# ---- design 1 ----
--- config.mk ---
export PLATFORM = sky130hd
export DESIGN_NAME = nibble_serial_adder
export DESIGN_NICKNAME = d
export VERILOG_FILES = /design/src/rtl/nibble_serial_adder.sv
export SDC_FILE = /design/constraint.sdc
export NUM_CORES = 1
export LEC_CHECK = 0
export ABC_AREA = 1
export CAP_MARGIN = 10
export CORE_UTILIZATION = 55
export CTS_BUF_LIST = sky130_fd_sc_hd__clkbuf_8
export DETAILED_ROUTE_END_ITERATION = 12
export GPL_TIMING_DRIVEN = 0
export PLACE_DENSITY = 0.8
export SYNTH_ARGS = -nofsm -noshare
export SYNTH_HDL_FRONTEND = slang
export SYNTH_HIERARCHICAL = 1
export SYNTH_SLANG_ARGS = --single-unit
--- constraint.sdc ---
create_clock -name clk -period 3.04 [get_ports clk]
set_input_delay 0.456 -clock clk [delete_from_list [all_inputs] [get_ports clk]]
set_output_delay 0.456 -clock clk [all_outputs]
set_load 0.01 [all_outputs]
--- src/rtl/nibble_serial_adder.sv ---
// Nibble-serial WIDTH-bit adder built around a single 4-bit carry-lookahead slice.
// Define NSA_SUBTRACT_EN to build the op=1 subtract path (b inverted, carry-in forced to 1).

module cla4 (
  input  logic [3:0] a_i,
  input  logic [3:0] b_i,
  input  logic       c_i,
  output logic [3:0] s_o,
  output logic       co_o
);
  logic [3:0] gen;
  logic [3:0] prop;
  logic [3:0] carry;

  // All carries are computed directly from generate/propagate, not rippled.
  always_comb begin
    gen      = a_i & b_i;
    prop     = a_i ^ b_i;
    carry[0] = c_i;
    carry[1] = gen[0] | (prop[0] & c_i);
    carry[2] = gen[1] | (prop[1] & gen[0]) | (prop[1] & prop[0] & c_i);
    carry[3] = gen[2] | (prop[2] & gen[1]) | (prop[2] & prop[1] & gen[0])
             | (prop[2] & prop[1] & prop[0] & c_i);
    co_o     = gen[3] | (prop[3] & gen[2]) | (prop[3] & prop[2] & gen[1])
             | (prop[3] & prop[2] & prop[1] & gen[0])
             | (prop[3] & prop[2] & prop[1] & prop[0] & c_i);
    s_o      = prop ^ carry;
  end
endmodule

module nibble_serial_adder #(
  parameter int WIDTH = 16
) (
  input  logic             clk,
  input  logic             reset,
  input  logic             start,
  input  logic [WIDTH-1:0] a,
  input  logic [WIDTH-1:0] b,
  input  logic             ci,
  input  logic             op,
  output logic             ready,
  output logic             busy,
  output logic             done,
  output logic [WIDTH-1:0] s,
  output logic             co
);
  localparam int N  = WIDTH / 4;
  localparam int KW = (N > 1) ? $clog2(N) : 1;

  typedef enum logic [1:0] {IDLE, RUN, DONE} state_t;

  state_t           state_q;
  logic [WIDTH-1:0] a_q;
  logic [WIDTH-1:0] b_q;
  logic [WIDTH-1:0] acc_q;
  logic [WIDTH-1:0] acc_d;
  logic [WIDTH-1:0] s_q;
  logic             c_q;
  logic             co_q;
  logic [KW-1:0]    k_q;
  logic             ready_q;
  logic             busy_q;
  logic             done_q;

  logic [3:0] aNib;
  logic [3:0] bNib;
  logic [3:0] sumNib;
  logic       coNib;
  logic       startCarry;
  logic       lastNib;

`ifdef NSA_SUBTRACT_EN
  logic op_q;

  always_comb begin
    bNib       = b_q[{k_q, 2'b00} +: 4] ^ {4{op_q}};
    startCarry = op ? 1'b1 : ci;
  end
`else
  logic unusedOp;

  assign unusedOp = op;

  always_comb begin
    bNib       = b_q[{k_q, 2'b00} +: 4];
    startCarry = ci;
  end
`endif

  always_comb begin
    aNib             = a_q[{k_q, 2'b00} +: 4];
    lastNib          = (k_q == KW'(N - 1));
    acc_d            = acc_q;
    acc_d[{k_q, 2'b00} +: 4] = sumNib;
  end

  cla4 u_cla4 (
    .a_i (aNib),
    .b_i (bNib),
    .c_i (c_q),
    .s_o (sumNib),
    .co_o(coNib)
  );

  // Result and handshake outputs are registered; s/co only move on the final nibble.
  always_ff @(posedge clk) begin
    if (reset) begin
      state_q <= IDLE;
      a_q     <= '0;
      b_q     <= '0;
      acc_q   <= '0;
      s_q     <= '0;
      c_q     <= 1'b0;
      co_q    <= 1'b0;
      k_q     <= '0;
      ready_q <= 1'b1;
      busy_q  <= 1'b0;
      done_q  <= 1'b0;
`ifdef NSA_SUBTRACT_EN
      op_q    <= 1'b0;
`endif
    end else begin
      done_q <= 1'b0;
      case (state_q)
        IDLE, DONE: begin
          if (start) begin
            state_q <= RUN;
            a_q     <= a;
            b_q     <= b;
            c_q     <= startCarry;
            k_q     <= '0;
            acc_q   <= '0;
            ready_q <= 1'b0;
            busy_q  <= 1'b1;
`ifdef NSA_SUBTRACT_EN
            op_q    <= op;
`endif
          end else begin
            state_q <= IDLE;
            ready_q <= 1'b1;
            busy_q  <= 1'b0;
          end
        end
        RUN: begin
          acc_q <= acc_d;
          c_q   <= coNib;
          if (lastNib) begin
            state_q <= DONE;
            s_q     <= acc_d;
            co_q    <= coNib;
            ready_q <= 1'b1;
            busy_q  <= 1'b0;
            done_q  <= 1'b1;
          end else begin
            k_q <= k_q + 1'b1;
          end
        end
        default: begin
          state_q <= IDLE;
          ready_q <= 1'b1;
          busy_q  <= 1'b0;
        end
      endcase
    end
  end

  assign ready = ready_q;
  assign busy  = busy_q;
  assign done  = done_q;
  assign s     = s_q;
  assign co    = co_q;
endmodule

# ---- design 2 ----
`src/rtl/button_bank.sv`:
```
// Multi-channel push-button front end: 2-flop sync, debounce, press/release,
// long-press and auto-repeat pulses, and a wrap-around step index per channel.
module button_bank #(
  parameter int N_BTN         = 4,
  parameter int DB_CYCLES     = 500000,
  parameter int LONG_CYCLES   = 100000000,
  parameter bit REPEAT_EN     = 1'b1,
  parameter int REPEAT_CYCLES = 20000000,
  parameter int IDX_W         = 3,
  parameter int IDX_MAX       = 7
) (
  input  logic                   sys_clk,
  input  logic                   reset_n,
  input  logic [N_BTN-1:0]       btn_in,
  input  logic                   idx_clr,
  output logic [N_BTN-1:0]       btn_level,
  output logic [N_BTN-1:0]       press_pulse,
  output logic [N_BTN-1:0]       release_pulse,
  output logic [N_BTN-1:0]       long_pulse,
  output logic [N_BTN-1:0]       step_pulse,
  output logic [N_BTN*IDX_W-1:0] index
);

  localparam int DB_W   = $clog2(DB_CYCLES);
  localparam int HOLD_W = $clog2(LONG_CYCLES + REPEAT_CYCLES);

  localparam logic [DB_W-1:0]   DB_LAST      = DB_W'(DB_CYCLES - 1);
  localparam logic [HOLD_W-1:0] HOLD_LONG_M1 = HOLD_W'(LONG_CYCLES - 1);
  localparam logic [HOLD_W-1:0] HOLD_LONG    = HOLD_W'(LONG_CYCLES);
  localparam logic [HOLD_W-1:0] HOLD_REP_M1  = HOLD_W'(LONG_CYCLES + REPEAT_CYCLES - 1);
  localparam logic [IDX_W-1:0]  IDX_LAST     = IDX_W'(IDX_MAX);

  logic [N_BTN-1:0] r_sync1;
  logic [N_BTN-1:0] r_sync2;

  always_ff @(posedge sys_clk or negedge reset_n) begin
    if (!reset_n) begin
      r_sync1 <= '0;
      r_sync2 <= '0;
    end else begin
      r_sync1 <= btn_in;
      r_sync2 <= r_sync1;
    end
  end

  for (genvar gi = 0; gi < N_BTN; gi++) begin : g_chan
    logic [DB_W-1:0]   r_db_cnt;
    logic [HOLD_W-1:0] r_hold_cnt;
    logic [IDX_W-1:0]  r_idx;
    logic              r_level;
    logic              r_press;
    logic              r_release;
    logic              r_long;
    logic              r_step;
    logic              w_differ;
    logic              w_accept;
    logic              w_hold_on;
    logic              w_long_hit;
    logic              w_rep_hit;

    assign w_differ   = r_sync2[gi] ^ r_level;
    assign w_accept   = w_differ && (r_db_cnt == DB_LAST);
    // Level stays high across this edge: the only window where hold timing runs.
    assign w_hold_on  = r_level && !w_accept;
    assign w_long_hit = w_hold_on && (r_hold_cnt == HOLD_LONG_M1);
    assign w_rep_hit  = REPEAT_EN && w_hold_on &&
                        ((r_hold_cnt == HOLD_LONG_M1) || (r_hold_cnt == HOLD_REP_M1));

    always_ff @(posedge sys_clk or negedge reset_n) begin
      if (!reset_n) begin
        r_db_cnt  <= '0;
        r_level   <= 1'b0;
        r_press   <= 1'b0;
        r_release <= 1'b0;
      end else begin
        r_press   <= w_accept && !r_level;
        r_release <= w_accept && r_level;
        if (w_accept) begin
          r_level  <= !r_level;
          r_db_cnt <= '0;
        end else if (w_differ) begin
          r_db_cnt <= r_db_cnt + DB_W'(1);
        end else begin
          r_db_cnt <= '0;
        end
      end
    end

    // After each repeat the counter reloads to the long-press point, so it never wraps.
    always_ff @(posedge sys_clk or negedge reset_n) begin
      if (!reset_n) begin
        r_hold_cnt <= '0;
        r_long     <= 1'b0;
        r_step     <= 1'b0;
      end else begin
        r_long <= w_long_hit;
        r_step <= (w_accept && !r_level) || w_rep_hit;
        if (!w_hold_on) begin
          r_hold_cnt <= '0;
        end else if (REPEAT_EN && (r_hold_cnt == HOLD_REP_M1)) begin
          r_hold_cnt <= HOLD_LONG;
        end else if (REPEAT_EN || (r_hold_cnt != HOLD_LONG)) begin
          r_hold_cnt <= r_hold_cnt + HOLD_W'(1);
        end
      end
    end

    always_ff @(posedge sys_clk or negedge reset_n) begin
      if (!reset_n) begin
        r_idx <= '0;
      end else if (idx_clr) begin
        r_idx <= '0;
      end else if (r_step) begin
        r_idx <= (r_idx == IDX_LAST) ? '0 : r_idx + IDX_W'(1);
      end
    end

    assign btn_level[gi]               = r_level;
    assign press_pulse[gi]             = r_press;
    assign release_pulse[gi]           = r_release;
    assign long_pulse[gi]              = r_long;
    assign step_pulse[gi]              = r_step;
    assign index[gi*IDX_W +: IDX_W]    = r_idx;
  end

endmodule
```
`config.mk`:
```
export PLATFORM = sky130hd
export DESIGN_NAME = button_bank
export DESIGN_NICKNAME = d
export VERILOG_FILES = /design/src/rtl/button_bank.sv
export SDC_FILE = /design/constraint.sdc
export NUM_CORES = 1
export LEC_CHECK = 0
export CAP_MARGIN = 20
export CORE_UTILIZATION = 37
export DETAILED_ROUTE_END_ITERATION = 16
export DONT_BUFFER_PORTS = 1
export GPL_TIMING_DRIVEN = 0
export PLACE_DENSITY = 0.57
export SLEW_MARGIN = 20
export SYNTH_ARGS = -nofsm -noshare
export SYNTH_HDL_FRONTEND = slang
export SYNTH_SLANG_ARGS = --single-unit
```
`constraint.sdc`:
```
create_clock -name sys_clk -period 2.5 [get_ports sys_clk]
set_input_delay 0.75 -clock sys_clk [delete_from_list [all_inputs] [get_ports sys_clk]]
set_output_delay 0.75 -clock sys_clk [all_outputs]
set_load 0.01 [all_outputs]
```
**Design 2: cells coloured by class**

Scale bar: 50 µm.
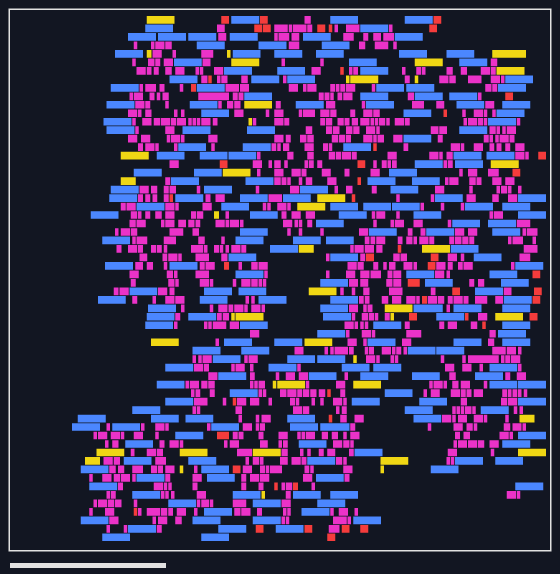
- magenta: combinational and other logic (cells 819)
- red: other buffers and delay cells (cells 49)
- blue: flops (cells 224)
- yellow: clock drivers and dummy loads (cells 43)
final standard cell utilization of the core: 0.424
Seq area share: 0.460
placement row count: 62

**Design 2: routed metal, one colour a layer**

Scale bar: 50 µm. Two of the layers only.
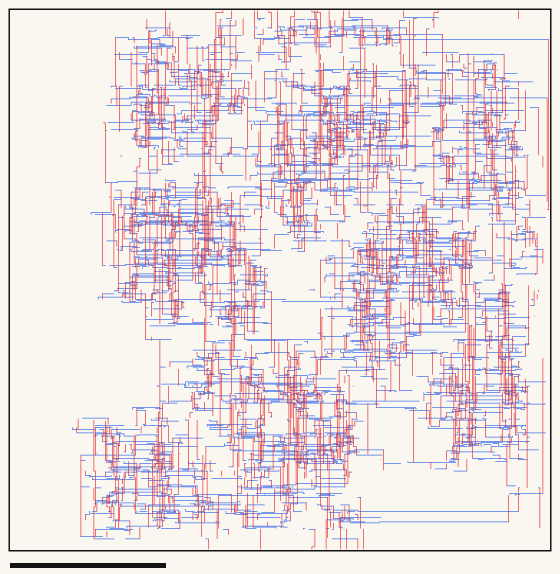
- blue: metal 1 (wire length 10400 µm)
- red: metal 2 (wire length 9640 µm)
Total Wirelength: 21.3 mm
total track usage: 0.146
routed length per placed instance: 14.0 µm

==> run summary, design 2 <==
fresh numbers from the pnr run: run status=finished, violations left, violated checks=hold timing, met2 track utilization from global routing=0.235, WHS=-0.0523 ns, element type at the critical path end=flop, final tally of max-slew violations=0, maximum ir drop on the vdd rail=0.000408 V, Port Buffer Count=0, largest driver fanout on the critical path=6, clock group power=between 0.003 and 0.004 W, Avg Synthesized Cell Area=roughly 10 µm², instance count on the critical path=7, core outline area=about 0.029 mm², H-Tree Depth=1, YS chip area=between 0.01 and 0.015 mm², first-pass GRT wire length=between 30 and 40 mm, max-slew headroom at the worst pin=0.276, final hold violation count=~43, net switching power=about 0.0015 W, NumNets Final=1141
**Design 1: cell placement**

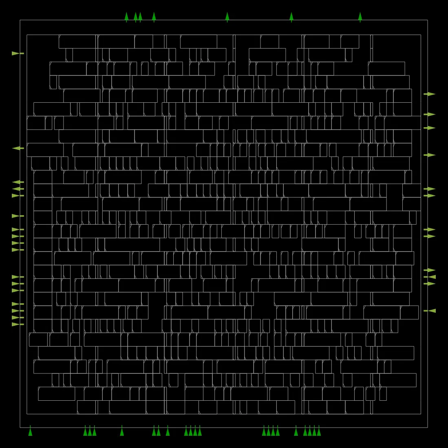
Cell Count, Final, Fillers Out: 631
Seq area share: 0.330
number of fill cells: 508
final standard cell utilization of the core: 0.724

**Design 1: routed metal, one colour a layer**

Scale bar: 20 µm. Two of the layers only.
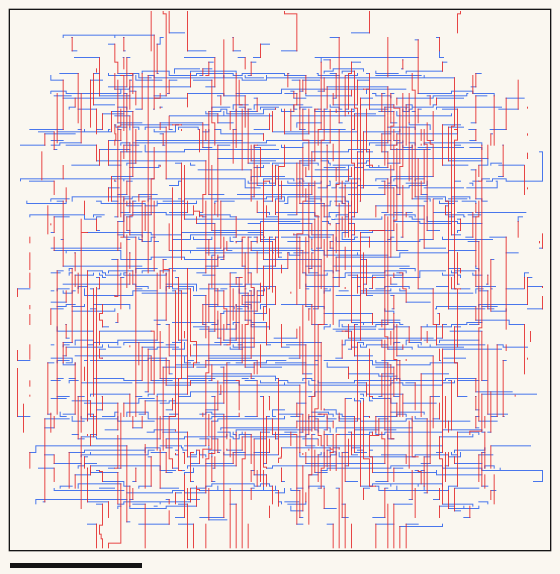
- blue: metal 1 (wire length 3780 µm)
- red: metal 2 (wire length 3610 µm)
routed length per placed instance: 12.8 µm
Total Wirelength: 8.06 mm
vias after detailed routing: 3252
total track usage: 0.276

==> run summary, design 1 <==
fresh numbers from the pnr run: number of multi-input logic gates=between 300 and 400, cell count listed in synth_stat.txt=just under 500, Avg Vias per Cell=about 5.2, number of register bits inferred by synthesis=72, largest driver fanout on the critical path=11, number of buffers inserted by hold repair at cts=0, setup repair after global routing missed its margin=no, WHS=about 0.46 ns, clock share of power=0.362, YS chip area=between 0.003 and 0.004 mm², run status=finished clean, TritonCTS clock tree=done, Final WS setup=between 0.2 and 0.3 ns, sequential cell count of the final layout=~70, placement row count=28, estimated wirelength of the detail-placed design=roughly 6.0 mm, standard cell area after detailed placement=0.00415 mm²

==> screenshots <==
PDN straps and rails.
(a)
Scale bar: 50 µm. Pins as bars on the die edge. Tap cells in grey.
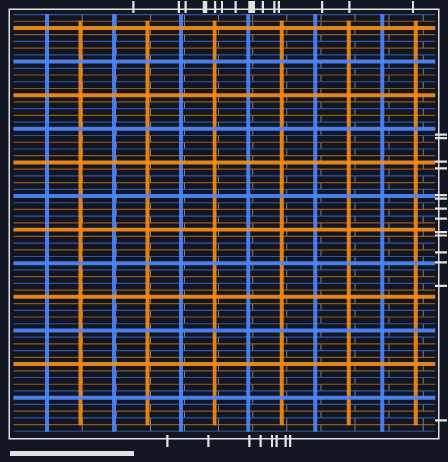
(b)
Scale bar: 20 µm. Pins as bars on the die edge. Tap cells in grey.
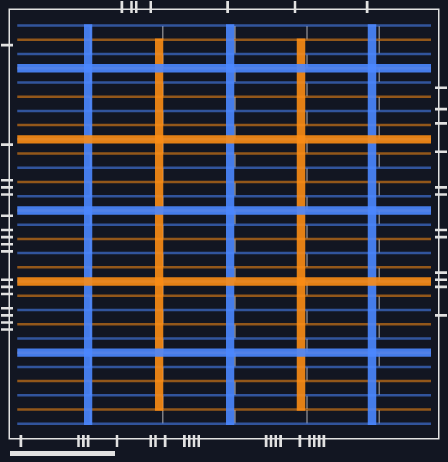
(b) -> design 1
(a) -> design 2
The one with the most pins is (b).

Key to (a):
- blue: VSS
- orange: VDD
- met1 rails: 63
- met5 straps: 12
- met4 straps: 12
- rows: 62
- tap cells: 384



==> layout pictures side by side <==
Clock wires, drivers and flops.
Plate I
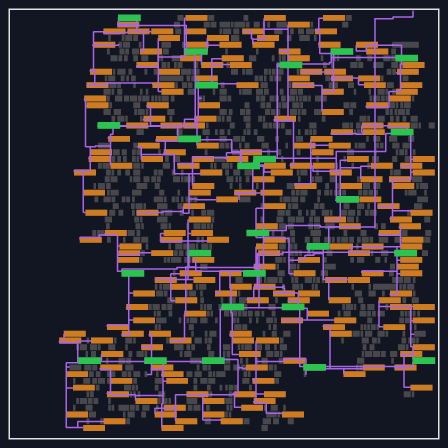
Plate II
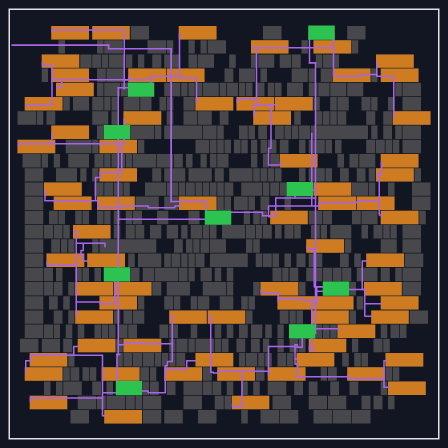
design 1 -> Plate II
design 2 -> Plate I

Key to Plate II:
- purple: clock wires (length 844 µm)
- green: clock drivers (count 9)
- orange: flip-flops (count 72)
- flops lie: spread over the die
- routed clock nets: 10

Power and IR drop assume default switching activity.
